# ---- uart_rx_deserializer ----
==> uart_rx_deserializer/class_map.png <==
Bar = 20 um. Fill, decap, tap and diode cells in gray.
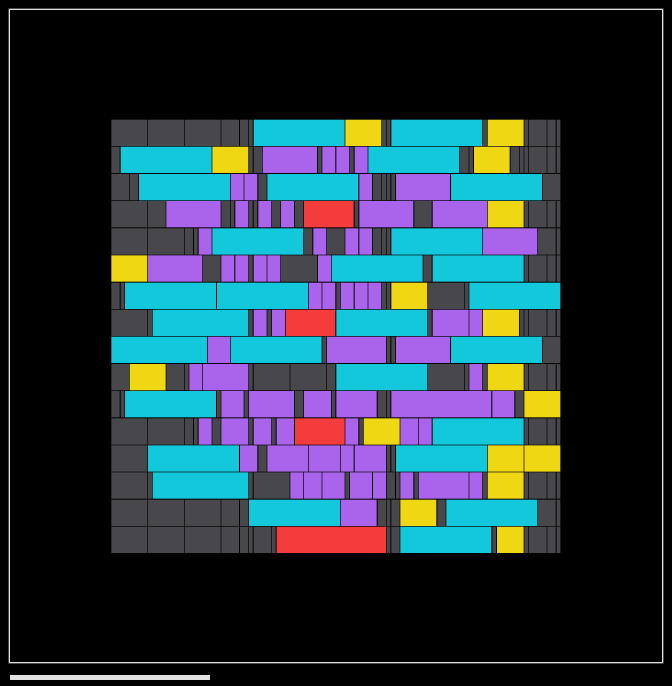

--- src/rtl/uart_rx_deserializer.sv ---
// UART receive deserializer: sync rx, detect start edge, sample bits on generator strobes, buffer one word.
// Latency: start edge -> transaction_en after SYNC_STAGES+1 clk; word and status valid one clk after the stop-bit strobe.
// Backpressure: one-entry valid/ready buffer; a frame finishing while it is full and not drained is dropped and overrun_err pulses.
// Optional parity (parity_en/parity_odd/parity_err ports, PARITY state) is compiled in by defining UART_RX_PARITY_EN.
module uart_rx_deserializer #(
    parameter int DATA_W      = 8,
    parameter int SYNC_STAGES = 2
) (
    input  logic              clk,
    input  logic              rst_n,
    input  logic              rx,
    input  logic              baudrate_clk_en,
    output logic              transaction_en,
    output logic [DATA_W-1:0] rx_data,
    output logic              rx_valid,
    input  logic              rx_ready,
    output logic              frame_err,
    output logic              overrun_err
`ifdef UART_RX_PARITY_EN
    ,
    input  logic              parity_en,
    input  logic              parity_odd,
    output logic              parity_err
`endif
);

    localparam int CNT_W = (DATA_W > 1) ? $clog2(DATA_W) : 1;
    localparam logic [CNT_W-1:0] LAST_BIT = CNT_W'(DATA_W - 1);

    typedef enum logic [2:0] {
        ST_IDLE   = 3'd0,
        ST_START  = 3'd1,
        ST_DATA   = 3'd2,
`ifdef UART_RX_PARITY_EN
        ST_PARITY = 3'd3,
`endif
        ST_STOP   = 3'd4
    } state_t;

    state_t state_q;
    state_t state_nxt;

    logic [SYNC_STAGES-1:0] sync_q;
    logic                   rx_s;
    logic                   rx_s_d;
    logic                   start_edge;

    logic [DATA_W-1:0]      sh;
    logic [CNT_W-1:0]       bit_cnt;

    logic                   start_ok;
    logic                   data_smp;
    logic                   frame_done;

`ifdef UART_RX_PARITY_EN
    logic                   par_smp;
    logic                   par_en_q;
    logic                   par_odd_q;
    logic                   perr;
`endif

    assign rx_s       = sync_q[SYNC_STAGES-1];
    assign start_edge = rx_s_d & ~rx_s;

    // Metastability synchronizer on the pad input, idling high, plus a delayed copy for falling-edge detection.
    always_ff @(posedge clk or negedge rst_n) begin
        if (!rst_n) begin
            sync_q <= '1;
            rx_s_d <= 1'b1;
        end else begin
            sync_q <= {sync_q[SYNC_STAGES-2:0], rx};
            rx_s_d <= rx_s;
        end
    end

    // Frame state register.
    always_ff @(posedge clk or negedge rst_n) begin
        if (!rst_n) begin
            state_q <= ST_IDLE;
        end else begin
            state_q <= state_nxt;
        end
    end

    // Next-state logic: advance only on strobes once a frame is in progress.
    always_comb begin
        state_nxt = state_q;
        case (state_q)
            ST_IDLE: begin
                if (start_edge) state_nxt = ST_START;
            end
            ST_START: begin
                // A high sample at mid start bit means the edge was a glitch.
                if (baudrate_clk_en) state_nxt = rx_s ? ST_IDLE : ST_DATA;
            end
            ST_DATA: begin
                if (baudrate_clk_en && (bit_cnt == LAST_BIT)) begin
`ifdef UART_RX_PARITY_EN
                    state_nxt = par_en_q ? ST_PARITY : ST_STOP;
`else
                    state_nxt = ST_STOP;
`endif
                end
            end
`ifdef UART_RX_PARITY_EN
            ST_PARITY: begin
                if (baudrate_clk_en) state_nxt = ST_STOP;
            end
`endif
            ST_STOP: begin
                if (baudrate_clk_en) state_nxt = ST_IDLE;
            end
            default: state_nxt = ST_IDLE;
        endcase
    end

    // Decoded per-state strobes and the generator enable.
    always_comb begin
        transaction_en = (state_q != ST_IDLE);
        start_ok       = (state_q == ST_START) && baudrate_clk_en && !rx_s;
        data_smp       = (state_q == ST_DATA) && baudrate_clk_en;
        frame_done     = (state_q == ST_STOP) && baudrate_clk_en;
`ifdef UART_RX_PARITY_EN
        par_smp        = (state_q == ST_PARITY) && baudrate_clk_en;
`endif
    end

    // Right-shift assembly: the first data bit ends up in sh[0] after DATA_W samples.
    always_ff @(posedge clk or negedge rst_n) begin
        if (!rst_n) begin
            sh      <= '0;
            bit_cnt <= '0;
        end else if (start_ok) begin
            bit_cnt <= '0;
        end else if (data_smp) begin
            sh      <= {rx_s, sh[DATA_W-1:1]};
            bit_cnt <= bit_cnt + CNT_W'(1);
        end
    end

`ifdef UART_RX_PARITY_EN
    // Parity mode is frozen at the start bit; the parity sample is checked against the assembled word.
    always_ff @(posedge clk or negedge rst_n) begin
        if (!rst_n) begin
            par_en_q  <= 1'b0;
            par_odd_q <= 1'b0;
            perr      <= 1'b0;
        end else if (start_ok) begin
            par_en_q  <= parity_en;
            par_odd_q <= parity_odd;
            perr      <= 1'b0;
        end else if (par_smp) begin
            perr      <= rx_s ^ (^sh) ^ par_odd_q;
        end
    end
`endif

    // One-entry output buffer: load when empty or draining, otherwise drop the frame and flag overrun.
    always_ff @(posedge clk or negedge rst_n) begin
        if (!rst_n) begin
            rx_valid    <= 1'b0;
            rx_data     <= '0;
            frame_err   <= 1'b0;
            overrun_err <= 1'b0;
`ifdef UART_RX_PARITY_EN
            parity_err  <= 1'b0;
`endif
        end else begin
            overrun_err <= frame_done && rx_valid && !rx_ready;
            if (frame_done && (!rx_valid || rx_ready)) begin
                rx_valid   <= 1'b1;
                rx_data    <= sh;
                frame_err  <= !rx_s;
`ifdef UART_RX_PARITY_EN
                parity_err <= perr;
`endif
            end else if (rx_valid && rx_ready) begin
                rx_valid   <= 1'b0;
            end
        end
    end

endmodule

--- config.mk ---
export PLATFORM = sky130hd
export DESIGN_NAME = uart_rx_deserializer
export DESIGN_NICKNAME = d
export VERILOG_FILES = /design/src/rtl/uart_rx_deserializer.sv
export SDC_FILE = /design/constraint.sdc
export NUM_CORES = 1
export LEC_CHECK = 0
export CORE_MARGIN = 10
export CORE_UTILIZATION = 59
export CTS_BUF_LIST = sky130_fd_sc_hd__clkbuf_8
export CTS_CLUSTER_SIZE = 10
export DETAILED_ROUTE_END_ITERATION = 8
export MAX_ROUTING_LAYER = met4
export PLACE_DENSITY = 0.84
export SYNTH_ARGS = -nofsm -noshare
export SYNTH_HDL_FRONTEND = slang
export SYNTH_SLANG_ARGS = --single-unit
--- constraint.sdc ---
create_clock -name clk -period 4.6 [get_ports clk]
set_clock_uncertainty 0.05 [all_clocks]
set_input_delay 0.69 -clock clk [delete_from_list [all_inputs] [get_ports clk]]
set_output_delay 0.69 -clock clk [all_outputs]
set_load 0.005 [all_outputs]
# ---- led_counter_ctrl ----
==> config.mk <==
export PLATFORM = sky130hd
export DESIGN_NAME = led_counter_ctrl
export DESIGN_NICKNAME = d
export VERILOG_FILES = /design/src/rtl/led_counter_ctrl.sv
export SDC_FILE = /design/constraint.sdc
export NUM_CORES = 1
export LEC_CHECK = 0
export CAP_MARGIN = 20
export CORE_MARGIN = 2
export CORE_UTILIZATION = 61
export CTS_BUF_LIST = sky130_fd_sc_hd__clkbuf_16
export CTS_CLUSTER_SIZE = 30
export DETAILED_ROUTE_END_ITERATION = 7
export GPL_TIMING_DRIVEN = 0
export MAX_ROUTING_LAYER = met4
export PLACE_DENSITY = 0.86
export SETUP_SLACK_MARGIN = 0.02
export SYNTH_ARGS = -nofsm -noshare
export SYNTH_HDL_FRONTEND = slang
export SYNTH_SLANG_ARGS = --single-unit
==> constraint.sdc <==
create_clock -name clk -period 4.7 [get_ports clk]
set_input_delay 1.175 -clock clk [delete_from_list [all_inputs] [get_ports clk]]
set_output_delay 1.175 -clock clk [all_outputs]
set_load 0.05 [all_outputs]
==> src/rtl/led_counter_ctrl.sv <==
// rtl/led_counter_ctrl.sv - parametrised LED counter with prescaled free-run and debounced single-step
module led_counter_ctrl #(
   parameter int WIDTH        = 16,
   parameter int PRESCALE     = 10_000_000,
   parameter bit SATURATE     = 1'b0,
   parameter int STEP_LOCKOUT = 100_000
) (
   input  logic             clk,
   input  logic             reset_n,
   input  logic             en,
   input  logic             dir,
   input  logic [1:0]       mode,
   input  logic             load,
   input  logic [WIDTH-1:0] load_value,
   input  logic             step_btn,
   output logic [WIDTH-1:0] count,
   output logic             tick,
   output logic             tc
);

   localparam int PW = (PRESCALE > 1) ? $clog2(PRESCALE) : 1;
   localparam int LW = $clog2(STEP_LOCKOUT + 1);
   localparam logic [1:0] MODE_RUN  = 2'b00;
   localparam logic [1:0] MODE_STEP = 2'b01;
   localparam logic [PW-1:0] PRESC_LAST = PW'(PRESCALE - 1);
   localparam logic [LW-1:0] LOCK_INIT  = LW'(STEP_LOCKOUT);

   logic [PW-1:0]    presc;
   logic             btn_meta;
   logic             btn_sync;
   logic             btn_prev;
   logic [LW-1:0]    lockout;

   logic             run_active;
   logic             free_evt;
   logic             step_rise;
   logic             step_evt;
   logic             cnt_evt;
   logic             halted;
   logic             at_bound;
   logic [WIDTH-1:0] count_next;

   always_comb begin
      run_active = 1'b0;
      free_evt   = 1'b0;
      step_rise  = 1'b0;
      step_evt   = 1'b0;
      cnt_evt    = 1'b0;
      halted     = 1'b0;
      at_bound   = 1'b0;
      count_next = count;

      run_active = en && (mode == MODE_RUN) && !load;
      free_evt   = run_active && (presc == PRESC_LAST);
      step_rise  = btn_sync && !btn_prev;
      // A step is consumed (and lockout armed) even if a load overrides the count update.
      step_evt   = step_rise && en && (mode == MODE_STEP) && (lockout == '0);
      cnt_evt    = free_evt || step_evt;
      halted     = !en || mode[1];

      at_bound = dir ? (count == '0) : (count == '1);
      if (at_bound && SATURATE)
         count_next = count;
      else if (dir)
         count_next = count - WIDTH'(1);
      else
         count_next = count + WIDTH'(1);
   end

   // Prescaler restarts from zero whenever free-run is interrupted.
   always_ff @(posedge clk or negedge reset_n) begin
      if (!reset_n)
         presc <= '0;
      else if (!run_active || free_evt)
         presc <= '0;
      else
         presc <= presc + PW'(1);
   end

   always_ff @(posedge clk or negedge reset_n) begin
      if (!reset_n) begin
         btn_meta <= 1'b0;
         btn_sync <= 1'b0;
         btn_prev <= 1'b0;
      end else begin
         btn_meta <= step_btn;
         btn_sync <= btn_meta;
         btn_prev <= btn_sync;
      end
   end

   always_ff @(posedge clk or negedge reset_n) begin
      if (!reset_n)
         lockout <= '0;
      else if (step_evt)
         lockout <= LOCK_INIT;
      else if (lockout != '0)
         lockout <= lockout - LW'(1);
   end

   always_ff @(posedge clk or negedge reset_n) begin
      if (!reset_n) begin
         count <= '0;
         tick  <= 1'b0;
         tc    <= 1'b0;
      end else if (load) begin
         count <= load_value;
         tick  <= 1'b0;
         tc    <= 1'b0;
      end else if (halted) begin
         tick  <= 1'b0;
         tc    <= 1'b0;
      end else if (cnt_evt) begin
         count <= count_next;
         tick  <= free_evt;
         tc    <= at_bound;
      end else begin
         tick  <= 1'b0;
         tc    <= 1'b0;
      end
   end

endmodule

# ---- core_lsu_ctrl ----
## config.mk

```make
export PLATFORM = sky130hd
export DESIGN_NAME = core_lsu_ctrl
export DESIGN_NICKNAME = d
export VERILOG_FILES = /design/src/rtl/core_pkg.sv /design/src/rtl/core_lsu_align.sv /design/src/rtl/core_lsu_ctrl.sv
export SDC_FILE = /design/constraint.sdc
export NUM_CORES = 1
export LEC_CHECK = 0
export CAP_MARGIN = 0
export CORE_UTILIZATION = 42
export CTS_CLUSTER_DIAMETER = 50
export DETAILED_ROUTE_END_ITERATION = 10
export GPL_ROUTABILITY_DRIVEN = 0
export PLACE_DENSITY_LB_ADDON = 0.3
export SYNTH_ARGS = -nofsm -noshare
export SYNTH_HDL_FRONTEND = slang
export SYNTH_HIERARCHICAL = 1
export SYNTH_SLANG_ARGS = --single-unit
```

## constraint.sdc

```tcl
create_clock -name i_clk -period 1.97 [get_ports i_clk]
set_clock_uncertainty 0.2 [all_clocks]
set_input_delay 0.2955 -clock i_clk [delete_from_list [all_inputs] [get_ports i_clk]]
set_output_delay 0.2955 -clock i_clk [all_outputs]
set_load 0.01 [all_outputs]
```

## src/rtl/core_pkg.sv

```systemverilog
// Shared definitions for the load/store unit: access sizes, controller
// states and the alignment rule used at issue time.
package core_pkg;

    localparam logic [1:0] SZ_BYTE = 2'b00;
    localparam logic [1:0] SZ_HALF = 2'b01;
    localparam logic [1:0] SZ_WORD = 2'b10;

    typedef enum logic [2:0] {
        LSU_IDLE  = 3'd0,
        LSU_REQ   = 3'd1,
        LSU_WAIT  = 3'd2,
        LSU_DONE  = 3'd3,
        LSU_ERR   = 3'd4,
        LSU_DRAIN = 3'd5
    } lsu_state_t;

    // Halves must sit on even addresses, words on multiples of four.
    // size[1] set means word (both 10 and 11 encode a word access).
    function automatic logic lsu_misaligned(input logic [1:0] size, input logic [1:0] addr_lo);
        logic m;
        m = 1'b0;
        if (size[1])
            m = (addr_lo != 2'b00);
        else if (size == SZ_HALF)
            m = addr_lo[0];
        return m;
    endfunction

endpackage

```

## src/rtl/core_lsu_align.sv

```systemverilog
// Byte-lane steering for the data port: store byte enables and lane
// replication, and load shift-down plus sign/zero extension.
module core_lsu_align
    import core_pkg::*;
#(
    parameter int XLEN = 32
) (
    input  logic [1:0]      size_i,
    input  logic [1:0]      addr_lo_i,
    input  logic            unsigned_i,
    input  logic [XLEN-1:0] wdata_i,
    input  logic [XLEN-1:0] rdata_i,
    output logic [3:0]      be_o,
    output logic [XLEN-1:0] wdata_o,
    output logic [XLEN-1:0] rdata_o
);

    logic [XLEN-1:0] rshift;

    assign rshift = rdata_i >> {addr_lo_i, 3'b000};

    // Store side: enables shifted to the addressed lane, data copied to every lane it could land in
    always_comb begin
        be_o    = 4'b1111;
        wdata_o = wdata_i;
        case (size_i)
            SZ_BYTE: begin
                be_o    = 4'b0001 << addr_lo_i;
                wdata_o = {4{wdata_i[7:0]}};
            end
            SZ_HALF: begin
                be_o    = 4'b0011 << addr_lo_i;
                wdata_o = {2{wdata_i[15:0]}};
            end
            default: ;
        endcase
    end

    // Load side: lane already shifted to bit 0, extend from the top bit of the access
    always_comb begin
        rdata_o = rshift;
        case (size_i)
            SZ_BYTE: rdata_o = {{24{~unsigned_i & rshift[7]}}, rshift[7:0]};
            SZ_HALF: rdata_o = {{16{~unsigned_i & rshift[15]}}, rshift[15:0]};
            default: ;
        endcase
    end

endmodule

```

## src/rtl/core_lsu_ctrl.sv

```systemverilog
// Load/store controller: one bus access per MEM-stage instruction, with
// pipeline stall, flush/drain handling, misalignment and timeout errors.
module core_lsu_ctrl
    import core_pkg::*;
#(
    parameter int XLEN     = 32,
    parameter int MAX_WAIT = 255
) (
    input  logic            i_clk,
    input  logic            i_rst_n,
    input  logic            i_req,
    input  logic            i_we,
    input  logic [1:0]      i_d_size,
    input  logic            i_d_unsigned,
    input  logic [XLEN-1:0] i_addr,
    input  logic [XLEN-1:0] i_wdata,
    input  logic            i_flush,
    output logic            o_stall,
    output logic            o_data_req,
    output logic            o_data_we,
    output logic [XLEN-1:0] o_data_addr,
    output logic [3:0]      o_data_be,
    output logic [XLEN-1:0] o_data_wdata,
    input  logic            i_data_gnt,
    input  logic            i_data_rvalid,
    input  logic [XLEN-1:0] i_data_rdata,
    output logic [XLEN-1:0] o_rd_data,
    output logic            o_rd_valid,
    output logic            o_misaligned,
    output logic            o_bus_err
);

    // Wide enough to hold MAX_WAIT: a flush on the last WAIT cycle lets DRAIN see one count past the limit
    localparam int CW = $clog2(MAX_WAIT + 1);

    lsu_state_t      state_q, state_d;
    logic            we_q;
    logic [1:0]      size_q;
    logic            uns_q;
    logic [XLEN-1:0] addr_q;
    logic [XLEN-1:0] wdata_q;
    logic [XLEN-1:0] rd_data_q;
    logic            mis_q;
    logic [CW-1:0]   cnt_q, cnt_d;

    logic            issue;
    logic            mis;
    logic            timeout;
    logic            busy;
    logic [3:0]      be;
    logic [XLEN-1:0] wdata_lanes;
    logic [XLEN-1:0] rdata_al;

    assign issue   = i_req & ~i_flush;
    assign mis     = lsu_misaligned(i_d_size, i_addr[1:0]);
    assign timeout = (cnt_q >= CW'(MAX_WAIT - 1));
    assign busy    = (state_q == LSU_REQ) || (state_q == LSU_WAIT) || (state_q == LSU_DRAIN);
    assign cnt_d   = busy ? cnt_q + CW'(1) : '0;

    core_lsu_align #(.XLEN(XLEN)) u_align (
        .size_i     (size_q),
        .addr_lo_i  (addr_q[1:0]),
        .unsigned_i (uns_q),
        .wdata_i    (wdata_q),
        .rdata_i    (i_data_rdata),
        .be_o       (be),
        .wdata_o    (wdata_lanes),
        .rdata_o    (rdata_al)
    );

    // State register
    always_ff @(posedge i_clk or negedge i_rst_n) begin
        if (!i_rst_n) state_q <= LSU_IDLE;
        else          state_q <= state_d;
    end

    // Next state; a completed bus handshake wins over flush, flush wins over timeout
    always_comb begin
        state_d = state_q;
        case (state_q)
            LSU_IDLE:
                if (issue) state_d = mis ? LSU_ERR : LSU_REQ;
            LSU_REQ:
                if (i_data_gnt)   state_d = i_flush ? LSU_DRAIN : LSU_WAIT;
                else if (i_flush) state_d = LSU_IDLE;
                else if (timeout) state_d = LSU_ERR;
            LSU_WAIT:
                if (i_data_rvalid) state_d = i_flush ? LSU_IDLE : LSU_DONE;
                else if (i_flush)  state_d = LSU_DRAIN;
                else if (timeout)  state_d = LSU_ERR;
            LSU_DRAIN:
                if (i_data_rvalid || timeout) state_d = LSU_IDLE;
            LSU_DONE: state_d = LSU_IDLE;
            LSU_ERR:  state_d = LSU_IDLE;
            default:  state_d = LSU_IDLE;
        endcase
    end

    // Access fields latched at issue, load result captured on the response, wait counter
    always_ff @(posedge i_clk or negedge i_rst_n) begin
        if (!i_rst_n) begin
            we_q      <= 1'b0;
            size_q    <= 2'b00;
            uns_q     <= 1'b0;
            addr_q    <= '0;
            wdata_q   <= '0;
            mis_q     <= 1'b0;
            rd_data_q <= '0;
            cnt_q     <= '0;
        end else begin
            cnt_q <= cnt_d;
            if (state_q == LSU_IDLE && issue) begin
                we_q    <= i_we;
                size_q  <= i_d_size;
                uns_q   <= i_d_unsigned;
                addr_q  <= i_addr;
                wdata_q <= i_wdata;
                mis_q   <= mis;
            end
            if (state_q == LSU_WAIT && i_data_rvalid && !i_flush)
                rd_data_q <= rdata_al;
        end
    end

    // Outputs; bus fields are driven only while requesting so the port idles at zero
    always_comb begin
        o_stall      = (state_q == LSU_IDLE && issue) || busy;
        o_data_req   = (state_q == LSU_REQ);
        o_data_we    = o_data_req & we_q;
        o_data_addr  = o_data_req ? {addr_q[XLEN-1:2], 2'b00} : '0;
        o_data_be    = o_data_req ? be : 4'b0000;
        o_data_wdata = o_data_req ? wdata_lanes : '0;
        o_rd_data    = rd_data_q;
        o_rd_valid   = (state_q == LSU_DONE);
        o_misaligned = (state_q == LSU_ERR) &  mis_q;
        o_bus_err    = (state_q == LSU_ERR) & ~mis_q;
    end

endmodule
```

==> led_counter_ctrl/closeup.png <==
Window x 0 to 50, y 31 to 81 um. Cells in gray, sequential cells in the stronger gray; small squares are vias.
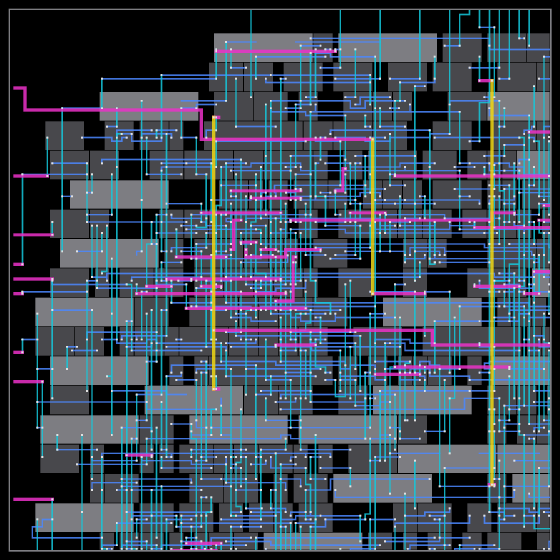
legend:
  M3:
    color: magenta
  M2:
    color: cyan
  M4:
    color: yellow
  M1:
    color: blue
cells with their middle in the window: 197
most frequent: dfrtp_1 (20), clkdlybuf4s50_1 (19)
netlist names of flops here include: count (10), presc (9)
sequential cells in the window: 20

==> reports/notes.md, led_counter_ctrl <==
• number of global-route vias before repair: 2961
• worst reg2reg path endpoint: count[10]
• slew at the pin closest to its max-slew limit: 0.901 ns
• worst hold path endpoint: btn_sync
• outcome: completed
• most common flop cell mapped by yosys: sky130_fd_sc_hd__dfrtp_1
• number of placed instances, taps included: 504
• Compound Share, Synth: 13.0%
• global-route wire length before repair: 13900 um
• routed vias/inst: 6.04
• total global routing track utilization: 28.6%
• detailed-route wire length on metal 1: 3900 um
• post-synthesis async set-or-reset flop share: 100%
• slack of the critical path: 0.687 ns
• cell count in the Yosys report: 387
• clock edge transition at the registers on the reported setup and hold paths: 0.05 ns
• cell with the largest stage delay on the worst path: sky130_fd_sc_hd__clkdlybuf4s50_1
• Tot Pwr: 1.48 mW
• Post-synth EDFFs: 0
• met2 wire length: 4090 um
• final hold violation count: 0
• die span in y: 81.4 um
• top library cells by usage in the layout, fill and taps aside: sky130_fd_sc_hd__dfrtp_1, sky130_fd_sc_hd__clkdlybuf4s50_1, sky130_fd_sc_hd__nor2_1
• CP Cell Sequence: clkdlybuf4s50_1, fa_1, a21oi_1, o21ai_0, a31oi_1, a21oi_1, a21oi_1, nor4b_1, nor3_1
• flip-flop and latch count after synthesis: 62
• design internal power: 1.06 mW
• Post-Syn Area: 3650 um^2
• P_sw: 0.421 mW
• final instance count without filler cells: 520
• nets in the synthesized netlist: 429
• Mapped Cells: 387
• highest-utilization routing layer at the global route stage: met2
• H-tree levels: 3
• Maximum Capacitance Violations: 0
[led_counter_ctrl: final cells by class]
cell class	count	area, um^2
clock inverters	7	65.1
inverters	12	45.0
well taps	75	93.8
plain buffers	11	41.3
fillers	421	1390
repair buffers	42	425
multi-input cells	302	2020
flip-flops and latches	62	1550
clock buffers	9	225
[led_counter_ctrl: sequential cells by signal, summed over array words and instances, names as in the netlist]
register	count
lockout	17
tc	1
presc	24
btn_meta	1
btn_sync	1
count	16
tick	1
btn_prev	1
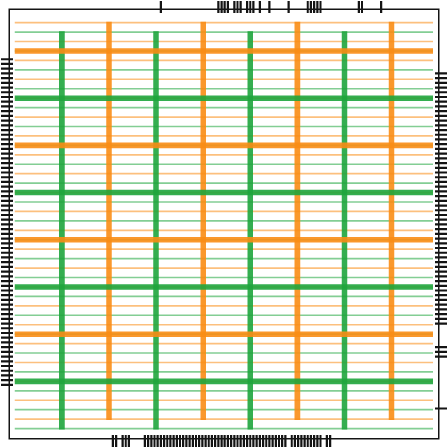
(core_lsu_ctrl/floorplan.png)
Pins as bars on the die edge.
legend:
  VSS:
    color: green
  VDD:
    color: orange
met5 straps: 8
met1 rails: 44
rows: 43

==> reports/notes.md, core_lsu_ctrl <==
• reg2reg start: addr_q[0]
• CTS resizes: 388
• Buffers & Inverters on Critical Path: 3
• cycle use final: 114%
• global routing usage on met3: 4.98%
• pins over their slew limit: 0
• setup-violating endpoint count in the final report: 131
• violated checks: negative setup slack
• outcome: complete, but fails checks
• number of filler cells placed in the layout: 950
• leftover overflow at the end of global routing: 0
• maximum fanout along the worst path: 6
• share of the synthesized area in the top cell type: 45.3%
• pin count of the biggest net entering global routing: 52
• Worst R2R Setup Slack: -0.12 ns
• total via count after detailed routing: 5391
• number of warnings in the stage logs: 29
• number of diodes: 0
• detailed-router iteration count before antenna repair: 5
• worst rel slew slack: 55.8%
• Tot Pwr: 14.6 mW
• met1 usage: 30.1%
• aggregate routed wire length: 20900 um
• clock power share: 13.1%
• count of port buffers added during placement: 209
• slack of the critical path: -0.280 ns
• leading cell type by number of instances after synthesis: sky130_fd_sc_hd__dfrtp_1
• kind of end point of the critical path: output pin
• highest ir drop seen on vdd: 712 uV
• Post-synth mux share: 26.8%
core_lsu_ctrl: final cells by class:
| type | count | share of cell area [%] |
|---|---|---|
| Inverter | 3 | 0.110 |
| Clock inverter | 4 | 0.500 |
| Sequential cell | 112 | 27.3 |
| Clock buffer | 11 | 2.46 |
| Timing Repair Buffer | 302 | 33.3 |
| Tap cell | 180 | 2.19 |
| Multi-Input combinational cell | 384 | 34.1 |
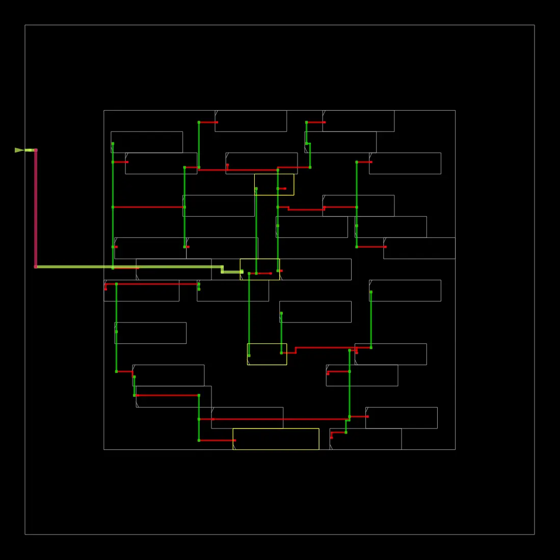
(uart_rx_deserializer/clock_nets.png)
sinks on the clock net: 28
Clock group: 0.189 mW
flip-flop and latch count: 28
Clock Latency Late Sink: 0.27 ns
number of buffers created by CTS: 3

## Picture notes: uart_rx_deserializer/class_map.png
legend:
  remaining buffers and delay cells:
    color: yellow
    cells: 17
    share_of_their_area: 12%
  remaining logic cells:
    color: purple
    cells: 67
    share_of_their_area: 33%
  registers:
    color: cyan
    cells: 28
    share_of_their_area: 50%
  clock drivers and dummy loads:
    color: red
    cells: 4
    share_of_their_area: 5.0%
cell area after layout: 1450 um^2
area of the core: 1960 um^2
final core utilization: 73.7%
proportion of cell area occupied by registers: 48.7%

==> reports/notes.md, uart_rx_deserializer <==
• number of global-route vias before repair: 810
• most common flop cell mapped by yosys: sky130_fd_sc_hd__dfrtp_1
• maximum achievable frequency: 422 MHz
• setup-violating endpoint count in the final report: 0
• outcome: completed
• Tmin final: 2.37 ns
• number of logic stages on the critical path including buffering: 2
• reg2reg start: state_q[2]
• Flop area: 704 um^2
• relative area change from synthesis to final layout: 19.2%
• post-DP HPWL: 1540 um
• Non-CTS inverters: 2
• met2 wire length: 996 um
• top library cells by usage in the layout, fill and taps aside: sky130_fd_sc_hd__nand2_1, sky130_fd_sc_hd__dfrtp_1, sky130_fd_sc_hd__clkdlybuf4s50_1
• total via count after detailed routing: 769
• Compound Share, Synth: 4.54%
• Final ANT Viol Nets: 0
• post-detailed-route wirelength per cell: 15.0 um
• Worst Hold Class: reg2reg
• Buffers & Inverters on Critical Path: 1
• Worst Hold Path Cells: 0
• P_sw: 0.173 mW
• post-synth top area cell: sky130_fd_sc_hd__dfrtp_1
• global-route wire length before repair: 3710 um
• number of warnings in the stage logs: 26
• tap cell instance count: 27
• post-synthesis chip area from yosys: 1210 um^2
• boundary pin count: 17
• horizontal extent of the die: 65.4 um
• clock power share: 29.8%
• nets in the synthesized netlist: 109
==> uart_rx_deserializer: metrics by stage <==
stage / power (mW) / worst slack (ns) / hold slack [ns] / instances / area (um^2)
final: 0.636 / 2.23 / 0.311 / 143 / 1450
after global routing: 0.676 / 2.15 / 0.306 / 143 / 1450
after CTS: 0.639 / 1.95 / 0.312 / 143 / 1440
after detailed placement: 0.449 / 1.70 / 0.299 / 139 / 1370
after global placement: 0.439 / 1.80 / 0.297 / 139 / 1370
after floorplan: 0.416 / 2.87 / 0.295 / 102 / 1210

==> layout pictures side by side <==
Selected gate families.
picture 1
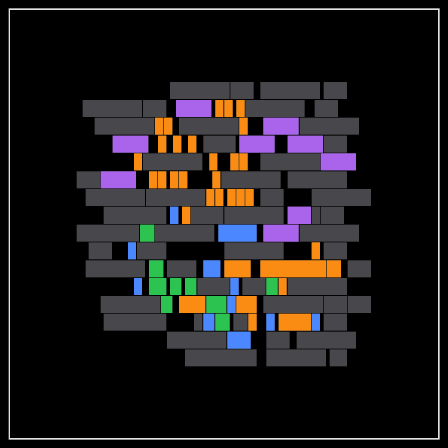
picture 2
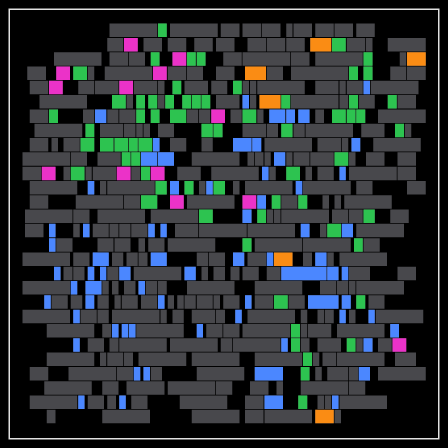
picture 3
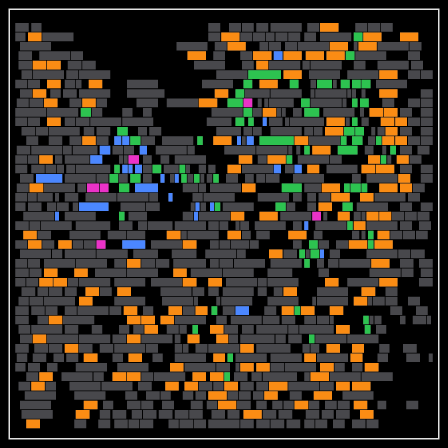
Picture 3 is core_lsu_ctrl.
Picture 1 is uart_rx_deserializer.
Picture 2 is led_counter_ctrl.

Key to picture 1:
legend:
  nand cells:
    color: orange
    cells: 33
    most_used: nand2_1
  nor cells:
    color: blue
    cells: 11
    most_used: nor2_1
  mux cells:
    color: purple
    cells: 9
    most_used: mux2_4
  aoi and oai cells:
    color: green
    cells: 9
    most_used: a21oi_1



## Gallery

Register map, names as in the netlist.
Other sequential cells in the stronger gray, the rest of the logic in the fainter gray.
panel A
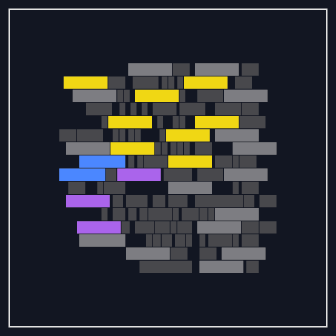
panel B
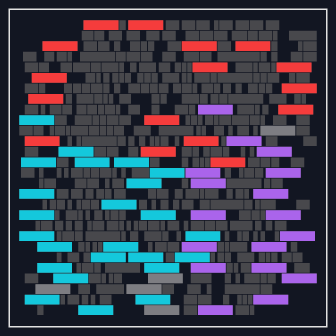
panel C
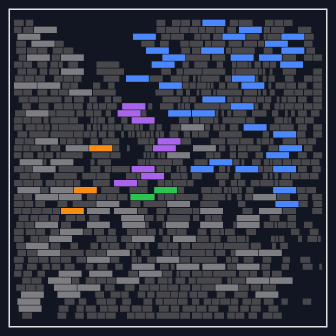
The one with the fewest sequential cells is panel A.
The one with the fewest cells is panel A.
Panel B is led_counter_ctrl.
Panel A is uart_rx_deserializer.
Panel C is core_lsu_ctrl.

Key to panel A:
legend:
  sh:
    color: yellow
    flops: 8
  sync_q:
    color: blue
    flops: 2
  bit_cnt:
    color: purple
    flops: 3
not colored: 15

Power is estimated from default activity; no workload was simulated.
